# apb_requester

--- config.mk ---
export PLATFORM = sky130hd
export DESIGN_NAME = apb_requester
export DESIGN_NICKNAME = d
export VERILOG_FILES = /design/src/rtl/apb_requester.sv
export SDC_FILE = /design/constraint.sdc
export NUM_CORES = 1
export LEC_CHECK = 0
export ABC_AREA = 1
export CORE_MARGIN = 4
export CORE_UTILIZATION = 40
export DETAILED_ROUTE_END_ITERATION = 8
export GPL_TIMING_DRIVEN = 0
export PLACE_DENSITY = 0.86
export SLEW_MARGIN = 25
export SYNTH_ARGS = -nofsm -noshare
export SYNTH_HDL_FRONTEND = slang
export SYNTH_SLANG_ARGS = --single-unit
--- constraint.sdc ---
create_clock -name clk -period 1.8 [get_ports clk]
set_input_delay 0.54 -clock clk [delete_from_list [all_inputs] [get_ports clk]]
set_output_delay 0.54 -clock clk [all_outputs]
set_load 0.1 [all_outputs]
--- src/rtl/apb_requester.sv ---
// ---------------------------------------------------------------------------
// apb_requester
// Accepts one command at a time on a valid/ready interface, runs it as an
// APB4 SETUP/ACCESS transfer, and returns the read data and error status on
// a valid/ready response interface.
//
// Optional build macro: APB_REQUESTER_TIMEOUT_EN
//   When defined, an ACCESS phase that sees no pready_i for TIMEOUT_CYCLES
//   cycles ends with an error response. When not defined, ACCESS waits for
//   pready_i for as long as it takes.
// ---------------------------------------------------------------------------
module apb_requester #(
    parameter int unsigned ADDR_WIDTH     = 12,
    parameter int unsigned DATA_WIDTH     = 32,
    parameter int unsigned TIMEOUT_CYCLES = 16
) (
    input  logic                    clk,
    input  logic                    reset_n,

    // Command interface
    input  logic                    cmd_valid_i,
    output logic                    cmd_ready_o,
    input  logic                    cmd_write_i,
    input  logic [ADDR_WIDTH-1:0]   cmd_addr_i,
    input  logic [DATA_WIDTH-1:0]   cmd_wdata_i,
    input  logic [DATA_WIDTH/8-1:0] cmd_strb_i,

    // Response interface
    output logic                    rsp_valid_o,
    input  logic                    rsp_ready_i,
    output logic [DATA_WIDTH-1:0]   rsp_rdata_o,
    output logic                    rsp_error_o,

    // APB requester interface
    output logic                    psel_o,
    output logic                    penable_o,
    output logic                    pwrite_o,
    output logic [ADDR_WIDTH-1:0]   paddr_o,
    output logic [DATA_WIDTH-1:0]   pwdata_o,
    output logic [DATA_WIDTH/8-1:0] pstrb_o,
    input  logic [DATA_WIDTH-1:0]   prdata_i,
    input  logic                    pready_i,
    input  logic                    pslverr_i
);

    localparam int unsigned STRB_WIDTH = DATA_WIDTH / 8;

    // The timeout counter needs at least one wait cycle before it can fire
    if (TIMEOUT_CYCLES < 2) begin : g_timeout_check
        $error("apb_requester: TIMEOUT_CYCLES must be >= 2");
    end

    typedef enum logic [1:0] {
        ST_IDLE   = 2'd0,
        ST_SETUP  = 2'd1,
        ST_ACCESS = 2'd2,
        ST_RESP   = 2'd3
    } state_e;

    state_e state_q;
    state_e state_d;

    logic   cmd_accept_c;
    logic   xfer_done_c;
    logic   timeout_c;

    logic   cmd_ready_d;
    logic   psel_d;
    logic   penable_d;
    logic   rsp_valid_d;

    // Command handshake and normal ACCESS completion
    assign cmd_accept_c = (state_q == ST_IDLE) && cmd_valid_i && cmd_ready_o;
    assign xfer_done_c  = (state_q == ST_ACCESS) && pready_i;

`ifdef APB_REQUESTER_TIMEOUT_EN
    localparam int unsigned CNT_WIDTH = $clog2(TIMEOUT_CYCLES);

    logic [CNT_WIDTH-1:0] wait_cnt_q;

    // Count ACCESS cycles without pready_i; restarts with every new command
    always_ff @(posedge clk or negedge reset_n) begin
        if (!reset_n) begin
            wait_cnt_q <= '0;
        end else if (cmd_accept_c) begin
            wait_cnt_q <= '0;
        end else if ((state_q == ST_ACCESS) && !pready_i) begin
            wait_cnt_q <= wait_cnt_q + CNT_WIDTH'(1);
        end
    end

    // A late pready_i in the final cycle wins over the timeout
    assign timeout_c = (state_q == ST_ACCESS) && !pready_i &&
                       (wait_cnt_q == CNT_WIDTH'(TIMEOUT_CYCLES - 1));
`else
    assign timeout_c = 1'b0;
`endif

    // State register
    always_ff @(posedge clk or negedge reset_n) begin
        if (!reset_n) begin
            state_q <= ST_IDLE;
        end else begin
            state_q <= state_d;
        end
    end

    // Next state, and next values of the registered control outputs
    always_comb begin
        state_d     = state_q;
        cmd_ready_d = 1'b0;
        psel_d      = 1'b0;
        penable_d   = 1'b0;
        rsp_valid_d = 1'b0;

        unique case (state_q)
            ST_IDLE: begin
                if (cmd_accept_c) begin
                    state_d = ST_SETUP;
                end
            end
            ST_SETUP: begin
                state_d = ST_ACCESS;
            end
            ST_ACCESS: begin
                if (xfer_done_c || timeout_c) begin
                    state_d = ST_RESP;
                end
            end
            ST_RESP: begin
                if (rsp_ready_i) begin
                    state_d = ST_IDLE;
                end
            end
            default: begin
                state_d = ST_IDLE;
            end
        endcase

        unique case (state_d)
            ST_IDLE: begin
                cmd_ready_d = 1'b1;
            end
            ST_SETUP: begin
                psel_d = 1'b1;
            end
            ST_ACCESS: begin
                psel_d    = 1'b1;
                penable_d = 1'b1;
            end
            ST_RESP: begin
                rsp_valid_d = 1'b1;
            end
            default: begin
                cmd_ready_d = 1'b0;
            end
        endcase
    end

    // Control outputs registered so nothing reaches them combinationally
    always_ff @(posedge clk or negedge reset_n) begin
        if (!reset_n) begin
            cmd_ready_o <= 1'b1;
            psel_o      <= 1'b0;
            penable_o   <= 1'b0;
            rsp_valid_o <= 1'b0;
        end else begin
            cmd_ready_o <= cmd_ready_d;
            psel_o      <= psel_d;
            penable_o   <= penable_d;
            rsp_valid_o <= rsp_valid_d;
        end
    end

    // Latch the command; these hold through the transfer and afterwards
    always_ff @(posedge clk or negedge reset_n) begin
        if (!reset_n) begin
            pwrite_o <= 1'b0;
            paddr_o  <= '0;
            pwdata_o <= '0;
            pstrb_o  <= '0;
        end else if (cmd_accept_c) begin
            pwrite_o <= cmd_write_i;
            paddr_o  <= {cmd_addr_i[ADDR_WIDTH-1:2], 2'b00};
            pstrb_o  <= cmd_write_i ? cmd_strb_i : STRB_WIDTH'(0);
            if (cmd_write_i) begin
                pwdata_o <= cmd_wdata_i;
            end
        end
    end

    // Capture the response at the end of ACCESS and hold it through RESP
    always_ff @(posedge clk or negedge reset_n) begin
        if (!reset_n) begin
            rsp_rdata_o <= '0;
            rsp_error_o <= 1'b0;
        end else if (xfer_done_c) begin
            rsp_rdata_o <= pwrite_o ? DATA_WIDTH'(0) : prdata_i;
            rsp_error_o <= pslverr_i;
        end else if (timeout_c) begin
            rsp_rdata_o <= '0;
            rsp_error_o <= 1'b1;
        end
    end

endmodule

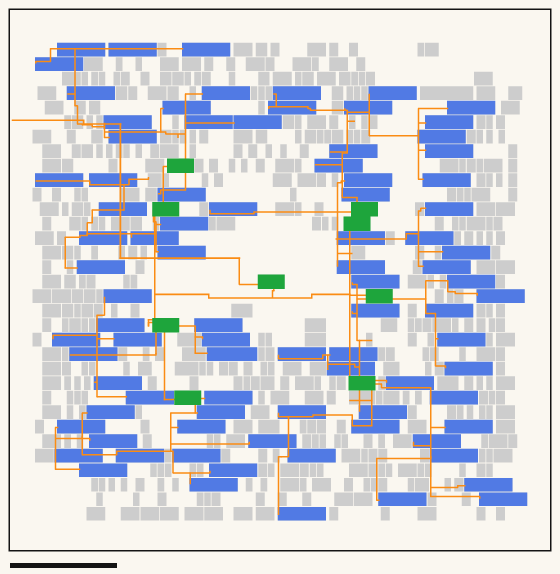
(apb_requester/clock_wires.png)
Scale bar: 20 microns.
- green: clock-net drivers (count 9)
- blue: flip-flops (count 86)
- orange: clock wires (length 984 microns)
- routed clock nets: 10

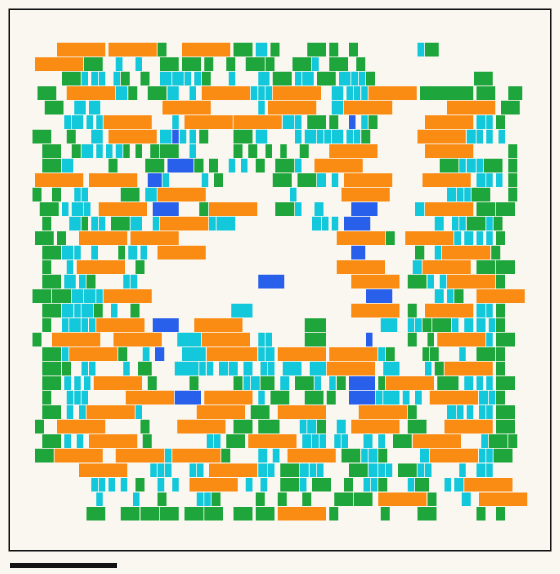
(apb_requester/class_map.png)
Scale bar: 20 microns.
- green: remaining buffers and delay cells (cells 196; share of their area 29%)
- orange: registers (cells 86; share of their area 43%)
- cyan: remaining logic cells (cells 262; share of their area 24%)
- blue: clock drivers and dummy loads (cells 16; share of their area 3.4%)
Finished Cell Area: 5090 sq um
register share of the cell area: 42.3%
final core utilization: 61.0%

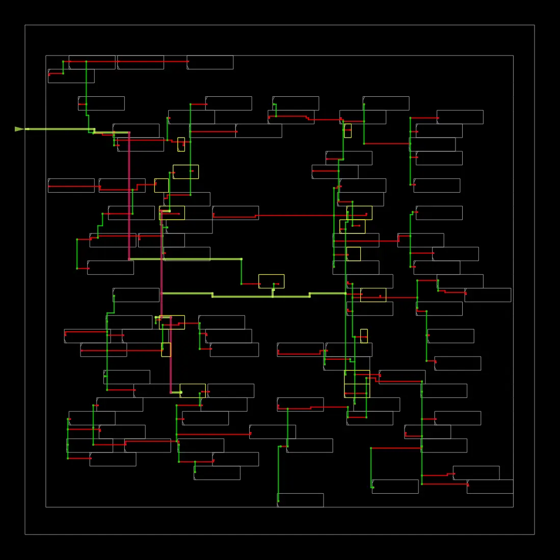
(apb_requester/clock_nets.png)
number of buffers created by CTS: 9
worst setup skew after layout: 0.0123 ns
clock sinks: 86

==> sequential cells by signal (all words and copies together), names as in the netlist <==
register	cells
pwdata_o	32
psel_o	1
cmd_ready_o	1
pwrite_o	1
pstrb_o	4
rsp_rdata_o	32
state_q	2
paddr_o	10
rsp_error_o	1
rsp_valid_o	1
penable_o	1
==> routing by layer <==
layer  vias to the layer above  share of wire, %
met5                         -                 0
met4                         0               2.1
met3                        19               7.0
met2                       115                49
met1                      1524                42
li1                       1577                 -
==> report_table.html <==
<h3>Run summary</h3>
<table>
<tr><th>Metric</th><th>Value</th></tr>
<tr><th colspan="2">Timing</th></tr>
<tr><td>Final-report hold violation count</td><td>0</td></tr>
<tr><td>Final Slew Violations</td><td>0</td></tr>
<tr><td>Post-route setup TNS</td><td>0 ns</td></tr>
<tr><th colspan="2">Synthesis</th></tr>
<tr><td>Dominant non-sequential cell family after synthesis</td><td>simple AND/OR/NAND/NOR gates</td></tr>
<tr><td>Async S/R FF share, synth</td><td>100%</td></tr>
<tr><td>Portion of the post-synthesis area used by sequential elements</td><td>61.9%</td></tr>
<tr><td>Most frequent cells after synthesis</td><td>sky130_fd_sc_hd__nand2_1, sky130_fd_sc_hd__dfrtp_1, sky130_fd_sc_hd__nand4_1</td></tr>
<tr><td>Count of state elements after synthesis</td><td>~86</td></tr>
<tr><th colspan="2">Placed design</th></tr>
<tr><td>Half-perimeter wire length after detailed placement</td><td>around 7600 microns</td></tr>
<tr><td>Area post-placement</td><td>5310 sq um</td></tr>
<tr><th colspan="2">Worst setup path</th></tr>
<tr><td>Type of destination of the critical path</td><td>output port</td></tr>
<tr><td>Critical path peak fanout</td><td>2</td></tr>
<tr><th colspan="2">Layout</th></tr>
<tr><td>Diode insertion count for antenna repair</td><td>0</td></tr>
<tr><td>Net total in the final layout</td><td>645</td></tr>
<tr><td>Tally of filler cells in the layout</td><td>764</td></tr>
<tr><td>Commonest non-fill, non-tap cells in the layout</td><td>sky130_fd_sc_hd__nand2_1, sky130_fd_sc_hd__buf_2, sky130_fd_sc_hd__dfrtp_1</td></tr>
<tr><td>Filler-free cell count of the finished design</td><td>665</td></tr>
<tr><td>Area used by multi-input combinational logic</td><td>1150 sq um</td></tr>
<tr><th colspan="2">Run</th></tr>
<tr><td>Count of tool warnings</td><td>30</td></tr>
<tr><th colspan="2">Clock network</th></tr>
<tr><td>Worst-path clk slew</td><td>0.08 ns</td></tr>
<tr><td>Clock latency of the later-clocked register in the worst-skew pair</td><td>0.34 ns</td></tr>
<tr><th colspan="2">Status</th></tr>
<tr><td>Result of the run</td><td>completed</td></tr>
<tr><th colspan="2">Floorplanning</th></tr>
<tr><td>Die Footprint</td><td>roughly 10000 sq um</td></tr>
<tr><td>Number of rows in the core area</td><td>33</td></tr>
<tr><td>Die Y</td><td>101 microns</td></tr>
<tr><td>Share of the core filled by cells before placement</td><td>41.7%</td></tr>
<tr><th colspan="2">GRT</th></tr>
<tr><td>Overall overflow remaining after global route</td><td>0</td></tr>
</table>

# branch_predict_unit

==> branch_predict_unit/class_map.png <==
Scale bar: 50 microns.
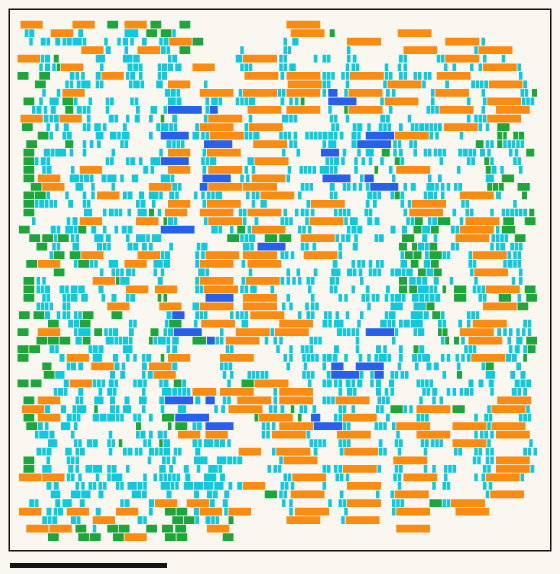
--- config.mk ---
export PLATFORM = sky130hd
export DESIGN_NAME = branch_predict_unit
export DESIGN_NICKNAME = d
export VERILOG_FILES = /design/src/rtl/branch_pkg.sv /design/src/rtl/bht_sat_counter.sv /design/src/rtl/branch_predict_unit.sv
export SDC_FILE = /design/constraint.sdc
export NUM_CORES = 1
export LEC_CHECK = 0
export ABC_AREA = 1
export CAP_MARGIN = 20
export CELL_PAD_IN_SITES_DETAIL_PLACEMENT = 0
export CELL_PAD_IN_SITES_GLOBAL_PLACEMENT = 1
export CORE_MARGIN = 2
export CORE_UTILIZATION = 41
export DETAILED_ROUTE_END_ITERATION = 10
export GPL_TIMING_DRIVEN = 0
export PLACE_DENSITY = 0.77
export SLEW_MARGIN = 20
export SYNTH_ARGS = -nofsm -noshare
export SYNTH_HDL_FRONTEND = slang
export SYNTH_SLANG_ARGS = --single-unit
--- constraint.sdc ---
create_clock -name clk -period 2.65 [get_ports clk]
set_input_delay 0.3975 -clock clk [delete_from_list [all_inputs] [get_ports clk]]
set_output_delay 0.3975 -clock clk [all_outputs]
set_load 0.01 [all_outputs]
--- src/rtl/branch_pkg.sv ---
// Shared types for the branch predictor: condition encodings, BHT counter states
// and the conditional-branch classifier.
package branch_pkg;

    typedef enum logic [2:0] {
        BR_EQ    = 3'b000,
        BR_NE    = 3'b001,
        BR_NEVER = 3'b010,
        BR_JUMP  = 3'b011,
        BR_LT    = 3'b100,
        BR_GE    = 3'b101,
        BR_LTU   = 3'b110,
        BR_GEU   = 3'b111
    } br_cond_e;

    typedef enum logic [1:0] {
        SNT = 2'b00,
        WNT = 2'b01,
        WT  = 2'b10,
        ST  = 2'b11
    } bht_state_e;

    localparam bht_state_e BHT_RESET = WNT;

    // Only real compares train the table; jump/never carry no history.
    function automatic logic is_cond(input br_cond_e c);
        return (c != BR_JUMP) && (c != BR_NEVER);
    endfunction

endpackage

--- src/rtl/bht_sat_counter.sv ---
// 2-bit saturating counter next-state function for one BHT entry.
module bht_sat_counter
    import branch_pkg::*;
(
    input  bht_state_e state,
    input  logic       taken,
    output bht_state_e next
);

    always_comb begin
        next = state;
        unique case (state)
            SNT: next = taken ? WNT : SNT;
            WNT: next = taken ? WT  : SNT;
            WT:  next = taken ? ST  : WNT;
            ST:  next = taken ? ST  : WT;
            default: next = BHT_RESET;
        endcase
    end

endmodule

--- src/rtl/branch_predict_unit.sv ---
// Branch resolver, PC-indexed 2-bit BHT predictor and saturating mispredict stats.
module branch_predict_unit
    import branch_pkg::*;
#(
    parameter int ENTRIES = 64,
    parameter int XLEN    = 32,
    parameter int STAT_W  = 32
) (
    input  logic              clk,
    input  logic              rst,
    input  logic [XLEN-1:0]   if_pc,
    output logic              if_pred_taken,
    input  logic              ex_valid,
    input  logic [2:0]        ex_branch,
    input  logic              ex_zero,
    input  logic              ex_carry,
    input  logic              ex_sign,
    input  logic              ex_overflow,
    input  logic [XLEN-1:0]   ex_pc,
    input  logic              ex_pred_taken,
    output logic              ex_taken,
    output logic              ex_mispredict,
    input  logic              stat_clear,
    output logic [STAT_W-1:0] stat_branches,
    output logic [STAT_W-1:0] stat_mispredicts
);

    localparam int IDX_W = $clog2(ENTRIES);

    br_cond_e          cond;
    logic              train;
    logic [IDX_W-1:0]  if_idx;
    logic [IDX_W-1:0]  ex_idx;
    bht_state_e        bht [ENTRIES];
    bht_state_e        bht_next;
    logic              unused_pc_bits;

    assign cond   = br_cond_e'(ex_branch);
    assign if_idx = if_pc[IDX_W+1:2];
    assign ex_idx = ex_pc[IDX_W+1:2];
    assign unused_pc_bits = ^{if_pc[XLEN-1:IDX_W+2], if_pc[1:0],
                              ex_pc[XLEN-1:IDX_W+2], ex_pc[1:0]};

    always_comb begin
        ex_taken = 1'b0;
        unique case (cond)
            BR_EQ:    ex_taken = ex_zero;
            BR_NE:    ex_taken = ~ex_zero;
            BR_LT:    ex_taken = ex_sign ^ ex_overflow;
            BR_GE:    ex_taken = ~(ex_sign ^ ex_overflow);
            BR_LTU:   ex_taken = ~ex_carry;
            BR_GEU:   ex_taken = ex_carry;
            BR_JUMP:  ex_taken = 1'b1;
            BR_NEVER: ex_taken = 1'b0;
            default:  ex_taken = 1'b0;
        endcase
    end

    assign ex_mispredict = ex_valid & (ex_taken != ex_pred_taken);
    assign train         = ex_valid & is_cond(cond);

    // Gated so fetch never sees a stale entry while the table is being reset.
    assign if_pred_taken = ~rst & bht[if_idx][1];

    bht_sat_counter u_ctr (
        .state (bht[ex_idx]),
        .taken (ex_taken),
        .next  (bht_next)
    );

    always_ff @(posedge clk) begin
        if (rst) begin
            for (int i = 0; i < ENTRIES; i++) bht[i] <= BHT_RESET;
        end else if (train) begin
            bht[ex_idx] <= bht_next;
        end
    end

    always_ff @(posedge clk) begin
        if (rst || stat_clear) begin
            stat_branches    <= '0;
            stat_mispredicts <= '0;
        end else if (train) begin
            if (~&stat_branches)                     stat_branches    <= stat_branches + 1'b1;
            if (ex_mispredict && ~&stat_mispredicts) stat_mispredicts <= stat_mispredicts + 1'b1;
        end
    end

endmodule

==> report_table.html <==
<h3>Run summary</h3>
<table>
<tr><th>Metric</th><th>Value</th></tr>
<tr><th colspan="2">Worst setup path</th></tr>
<tr><td>Crit path required time</td><td>about 2.3 ns</td></tr>
<tr><td>Cell family with most CP delay</td><td>buffers and inverters</td></tr>
<tr><th colspan="2">Layout</th></tr>
<tr><td>Clock buffers and inverters, area share</td><td>4.73%</td></tr>
<tr><td>Registers with the highest flip-flop counts</td><td>bht (128), stat_branches (32), stat_mispredicts (32)</td></tr>
<tr><td>Fraction of area in multi-input gates</td><td>39.7%</td></tr>
<tr><td>Area of all sequential standard cells</td><td>5130 sq um</td></tr>
<tr><th colspan="2">Status</th></tr>
<tr><td>Result of the run</td><td>completed</td></tr>
<tr><th colspan="2">Routing</th></tr>
<tr><td>Number of routed nets with antenna violations</td><td>0</td></tr>
<tr><td>First-pass iteration count of the detailed router</td><td>8</td></tr>
<tr><th colspan="2">Synthesis</th></tr>
<tr><td>Top flip-flop cell by instance count after synthesis</td><td>sky130_fd_sc_hd__edfxtp_1</td></tr>
<tr><td>Parity-gate share of the synthesized area counting xor and xnor cells</td><td>roughly 3.2%</td></tr>
<tr><th colspan="2">Power and ir drop</th></tr>
<tr><td>Cell Pwr Density</td><td>519 nW/um^2</td></tr>
<tr><td>Clock group power</td><td>0.00291 W</td></tr>
<tr><th colspan="2">Placed design</th></tr>
<tr><td>Placed instance count</td><td>~2100</td></tr>
<tr><td>Final weighted congestion in routability-driven placement</td><td>0.926</td></tr>
<tr><td>Area post-placement</td><td>12900 sq um</td></tr>
<tr><th colspan="2">Timing</th></tr>
<tr><td>Post-route setup TNS</td><td>0 ns</td></tr>
<tr><th colspan="2">Clock network</th></tr>
<tr><td>Quantity of gates resized following cts</td><td>17</td></tr>
<tr><th colspan="2">GRT</th></tr>
<tr><td>Overall overflow remaining after global route</td><td>0</td></tr>
<tr><th colspan="2">Floorplanning</th></tr>
<tr><td>Die W</td><td>172 microns</td></tr>
</table>
## Picture notes: branch_predict_unit/class_map.png
- cyan: remaining logic cells (cells 1381; share of their area 45%)
- blue: clock drivers and dummy loads (cells 32; share of their area 4.9%)
- green: remaining buffers and delay cells (cells 181; share of their area 11%)
- orange: registers (cells 192; share of their area 39%)

==> final timing paths <==
| kind | from | to | slack, ns |
|---|---|---|---|
| max | if_pc[3] | if_pred_taken | 0.16 |
| min | stat_branches[11] | stat_branches[11] | 0.50 |
| max reg2reg | stat_mispredicts[1] | stat_mispredicts[21] | 0.20 |
| min reg2reg | stat_branches[11] | stat_branches[11] | 0.50 |
==> per-layer routing <==
metal	GRT usage (%)	wire length, microns
met4	10.4	1470
met5	0	0
met2	45.9	18300
met1	37.0	17100
met3	4.07	2860

# pipeline_ctrl

==> src/rtl/pipeline_ctrl_pkg.sv <==
// Shared encodings for the pipeline stall/flush sequencer: exception codes,
// stall vectors, FSM states and the priority/target decode helpers.
package pipeline_ctrl_pkg;

    localparam logic [31:0] EXC_INT  = 32'h0000_0001;
    localparam logic [31:0] EXC_SYS  = 32'h0000_0008;
    localparam logic [31:0] EXC_RI   = 32'h0000_000a;
    localparam logic [31:0] EXC_OV   = 32'h0000_000c;
    localparam logic [31:0] EXC_TR   = 32'h0000_000d;
    localparam logic [31:0] EXC_ERET = 32'h0000_000e;

    // bit 0 = PC ... bit 5 = WB
    localparam logic [5:0] STALL_NONE = 6'b000000;
    localparam logic [5:0] STALL_IF   = 6'b000011;
    localparam logic [5:0] STALL_ID   = 6'b000111;
    localparam logic [5:0] STALL_EX   = 6'b001111;
    localparam logic [5:0] STALL_MEM  = 6'b011111;
    localparam logic [5:0] STALL_ALL  = 6'b111111;

    typedef enum logic [1:0] {
        ST_RUN      = 2'd0,
        ST_EXC_WAIT = 2'd1,
        ST_GAP      = 2'd2
    } ctrl_state_t;

    function automatic logic [5:0] stall_prio(input logic req_if, input logic req_id,
                                              input logic req_ex, input logic req_mem);
        if (req_mem)     return STALL_MEM;
        else if (req_ex) return STALL_EX;
        else if (req_id) return STALL_ID;
        else if (req_if) return STALL_IF;
        else             return STALL_NONE;
    endfunction

    function automatic logic [31:0] exc_target(input logic [31:0] code, input logic [31:0] epc,
                                               input logic [31:0] vec);
        case (code)
            EXC_ERET:                                  return epc;
            EXC_INT, EXC_SYS, EXC_RI, EXC_OV, EXC_TR:  return vec;
            default:                                   return vec;
        endcase
    endfunction

endpackage

==> src/rtl/pipeline_ctrl_sat_counter.sv <==
// Saturating up-counter: increments on inc, sticks at all-ones.
module sat_counter #(
    parameter int W = 32
) (
    input  logic         clk,
    input  logic         rst,
    input  logic         inc,
    output logic [W-1:0] cnt
);

    always_ff @(posedge clk) begin
        if (!rst)
            cnt <= '0;
        else if (inc && (cnt != {W{1'b1}}))
            cnt <= cnt + 1'b1;
    end

endmodule

==> src/rtl/pipeline_ctrl.sv <==
// Stall/flush sequencer for the 5-stage pipeline: merges stall requests, turns
// MEM-stage exceptions into a flush + redirect, deferring it across I-cache refills.
module pipeline_ctrl
    import pipeline_ctrl_pkg::*;
#(
    parameter logic [31:0] EXC_VECTOR = 32'h0000_0020,
    parameter int          FLUSH_GAP  = 1,
    parameter int          CNT_W      = 32
) (
    input  logic             clk,
    input  logic             rst,
    input  logic             stallreq_if,
    input  logic             stallreq_id,
    input  logic             stallreq_ex,
    input  logic             stallreq_mem,
    input  logic [31:0]      excepttype,
    input  logic [31:0]      cp0_epc,
    output logic [5:0]       stall,
    output logic             flush,
    output logic [31:0]      new_pc,
    output logic [CNT_W-1:0] stall_cycles,
    output logic [CNT_W-1:0] flush_count
);

    ctrl_state_t state;
    logic [1:0]  gap_cnt;
    logic [31:0] tgt_q;
    logic        exc_now;
    logic [31:0] tgt_now;
    logic [5:0]  prio;

    assign exc_now = (excepttype != 32'd0);
    assign tgt_now = exc_target(excepttype, cp0_epc, EXC_VECTOR);
    assign prio    = stall_prio(stallreq_if, stallreq_id, stallreq_ex, stallreq_mem);

    // Outputs are combinational so the flush reaches MEM2WB in the detecting cycle.
    always_comb begin
        stall  = STALL_NONE;
        flush  = 1'b0;
        new_pc = 32'd0;
        if (rst) begin
            case (state)
                ST_RUN: begin
                    if (exc_now && !stallreq_if) begin
                        flush  = 1'b1;
                        new_pc = tgt_now;
                    end else if (exc_now) begin
                        stall = STALL_ALL;
                    end else begin
                        stall = prio;
                    end
                end
                ST_EXC_WAIT: begin
                    if (!stallreq_if) begin
                        flush  = 1'b1;
                        new_pc = tgt_q;
                    end else begin
                        stall = STALL_ALL;
                    end
                end
                default: stall = prio;
            endcase
        end
    end

    always_ff @(posedge clk) begin
        if (!rst) begin
            state   <= ST_RUN;
            gap_cnt <= 2'd0;
            tgt_q   <= 32'd0;
        end else begin
            case (state)
                ST_RUN: begin
                    if (exc_now && !stallreq_if) begin
                        state   <= ST_GAP;
                        gap_cnt <= 2'd0;
                    end else if (exc_now) begin
                        state <= ST_EXC_WAIT;
                        tgt_q <= tgt_now;
                    end
                end
                ST_EXC_WAIT: begin
                    if (!stallreq_if) begin
                        state   <= ST_GAP;
                        gap_cnt <= 2'd0;
                    end
                end
                ST_GAP: begin
                    if (gap_cnt == 2'(FLUSH_GAP - 1))
                        state <= ST_RUN;
                    else
                        gap_cnt <= gap_cnt + 2'd1;
                end
                default: state <= ST_RUN;
            endcase
        end
    end

    sat_counter #(.W(CNT_W)) u_stall_cnt (
        .clk (clk),
        .rst (rst),
        .inc (stall[0]),
        .cnt (stall_cycles)
    );

    sat_counter #(.W(CNT_W)) u_flush_cnt (
        .clk (clk),
        .rst (rst),
        .inc (flush),
        .cnt (flush_count)
    );

endmodule
==> config.mk <==
export PLATFORM = sky130hd
export DESIGN_NAME = pipeline_ctrl
export DESIGN_NICKNAME = d
export VERILOG_FILES = /design/src/rtl/pipeline_ctrl_pkg.sv /design/src/rtl/pipeline_ctrl_sat_counter.sv /design/src/rtl/pipeline_ctrl.sv
export SDC_FILE = /design/constraint.sdc
export NUM_CORES = 1
export LEC_CHECK = 0
export ABC_CLOCK_PERIOD_IN_PS = 3100
export CELL_PAD_IN_SITES_DETAIL_PLACEMENT = 0
export CELL_PAD_IN_SITES_GLOBAL_PLACEMENT = 1
export CORE_MARGIN = 2
export CORE_UTILIZATION = 35
export CTS_BUF_LIST = sky130_fd_sc_hd__clkbuf_8
export DETAILED_ROUTE_END_ITERATION = 8
export HOLD_SLACK_MARGIN = 0.15
export PLACE_DENSITY_LB_ADDON = 0.1
export SYNTH_ARGS = -nofsm -noshare
export SYNTH_HDL_FRONTEND = slang
export SYNTH_SLANG_ARGS = --single-unit
==> constraint.sdc <==
create_clock -name clk -period 3.1 [get_ports clk]
set_clock_uncertainty 0.05 [all_clocks]
set_input_delay 0.31 -clock clk [delete_from_list [all_inputs] [get_ports clk]]
set_output_delay 0.31 -clock clk [all_outputs]
set_load 0.005 [all_outputs]
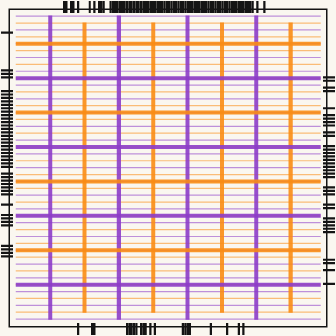
(pipeline_ctrl/floorplan.png)
Pins as bars on the die edge.
- orange: VDD
- purple: VSS
- signal pins: 173
- rows: 44
Die W: 125 microns
Worst IR Drop VDD: 0.195 mV
Die Y: 125 microns
area of the placeable core: 14400 sq um

==> report_table.html <==
<h3>Run summary</h3>
<table>
<tr><th>Metric</th><th>Value</th></tr>
<tr><th colspan="2">Power and ir drop</th></tr>
<tr><td>Power Total</td><td>0.00241 W</td></tr>
<tr><td>Register share of total power</td><td>54.4%</td></tr>
<tr><td>Clock Power Share</td><td>35.2%</td></tr>
<tr><td>Power dissipated in sequential cells</td><td>roughly 0.0013 W</td></tr>
<tr><td>Clock group power</td><td>0.000847 W</td></tr>
<tr><td>Cell Pwr Density</td><td>between 300 and 400 nW/um^2</td></tr>
<tr><th colspan="2">Clock network</th></tr>
<tr><td>Clock buffer depth</td><td>2</td></tr>
<tr><td>Total number of H-tree levels</td><td>3</td></tr>
<tr><td>Quantity of gates resized following cts</td><td>15</td></tr>
<tr><td>Worst-path clk slew</td><td>0.10 ns</td></tr>
<tr><td>Number of buffers created by CTS</td><td>9</td></tr>
<tr><th colspan="2">Layout</th></tr>
<tr><td>Clock buffers and inverters, area share</td><td>2.56%</td></tr>
<tr><td>Registers with the highest flip-flop counts</td><td>tgt_q (32), u_flush_cnt.cnt (32), u_stall_cnt.cnt (32)</td></tr>
<tr><td>Clock buffer cells</td><td>9</td></tr>
<tr><td>Filler-free cell count of the finished design</td><td>998</td></tr>
<tr><td>Diode insertion count for antenna repair</td><td>0</td></tr>
<tr><td>Count of buffers not belonging to the clock network in the layout</td><td>around 200</td></tr>
<tr><td>Commonest non-fill, non-tap cells in the layout</td><td>sky130_fd_sc_hd__clkdlybuf4s50_1, sky130_fd_sc_hd__nand3_1, sky130_fd_sc_hd__dfxtp_1</td></tr>
<tr><th colspan="2">Placed design</th></tr>
<tr><td>Placed instance count</td><td>972</td></tr>
<tr><td>PortBufs</td><td>172</td></tr>
<tr><td>Area post-placement</td><td>7050 sq um</td></tr>
<tr><th colspan="2">Run</th></tr>
<tr><td>Count of tool warnings</td><td>28</td></tr>
<tr><th colspan="2">GRT</th></tr>
<tr><td>First-pass GRT wire length</td><td>about 25000 microns</td></tr>
<tr><td>Number of global-route vias before repair</td><td>slightly below 5000</td></tr>
<tr><th colspan="2">Synthesis</th></tr>
<tr><td>Number of enable flip-flop cells</td><td>0</td></tr>
<tr><td>Largest area contributor in the netlist</td><td>sky130_fd_sc_hd__dfxtp_1</td></tr>
<tr><td>Synth area leaders</td><td>sky130_fd_sc_hd__dfxtp_1, sky130_fd_sc_hd__nand3_1, sky130_fd_sc_hd__o21ai_0</td></tr>
<tr><td>Count of state elements after synthesis</td><td>100</td></tr>
<tr><td>Top flip-flop cell by instance count after synthesis</td><td>sky130_fd_sc_hd__dfxtp_1</td></tr>
<tr><th colspan="2">Worst setup path</th></tr>
<tr><td>Worst path buffer plus inverter count</td><td>5</td></tr>
<tr><td>Startpoint kind of the worst setup timing path</td><td>primary input</td></tr>
<tr><td>Number of cells on the critical path</td><td>11</td></tr>
<tr><td>Critical path peak fanout</td><td>9</td></tr>
<tr><td>Crit path required time</td><td>2.74 ns</td></tr>
<tr><td>Timing startpoint of the critical path</td><td>excepttype[25]</td></tr>
<tr><td>CP arrival</td><td>about 2.6 ns</td></tr>
<tr><th colspan="2">Timing</th></tr>
<tr><td>Share of the clock period used by the worst path after layout</td><td>96.4%</td></tr>
<tr><td>Tightest hold margin</td><td>0.303 ns</td></tr>
<tr><td>Final Slew Violations</td><td>0</td></tr>
<tr><th colspan="2">Floorplanning</th></tr>
<tr><td>I/O pin total</td><td>173</td></tr>
<tr><th colspan="2">Worst hold path</th></tr>
<tr><td>Depth of the worst hold-timing path</td><td>3</td></tr>
<tr><th colspan="2">Status</th></tr>
<tr><td>Result of the run</td><td>completed</td></tr>
</table>
kinds of logic after synthesis:
family	after synthesis	share of synthesized area [%]
and+or+nand+nor	308	32.6
adders and majority gates	3	0.734
muxes	8	1.57
AOI/OAI and AO/OA	138	16.9
xor gates and xnor gates	24	4.11
DFF	100	39.2
buffers and inverters	62	4.94
layer usage:
layer / GRT usage, % / routed length (microns) / vias to the layer above
met3: 4.77 / 948 / 17
met5: 0 / 0 / -
li1: - / - / 2721
met4: 6.34 / 238 / 0
met1: 25.3 / 7300 / 2537
met2: 31.1 / 7390 / 149


==> gallery <==
Signal wires by layer.
Only two layers are drawn.
panel A
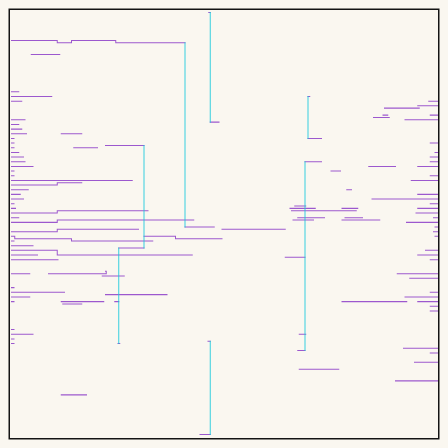
panel B
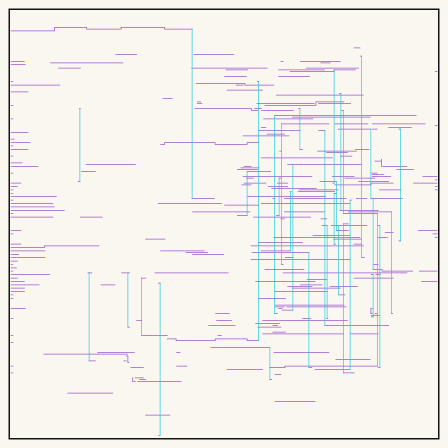
panel C
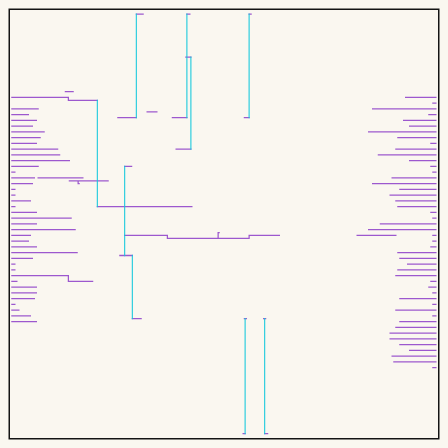
- least wire: panel C
- most wire: panel B
apb_requester -> panel C
branch_predict_unit -> panel B
pipeline_ctrl -> panel A

Key to panel C:
- cyan: M4 (wire length 211 microns)
- purple: M3 (wire length 700 microns)

Power and IR drop assume default switching activity.
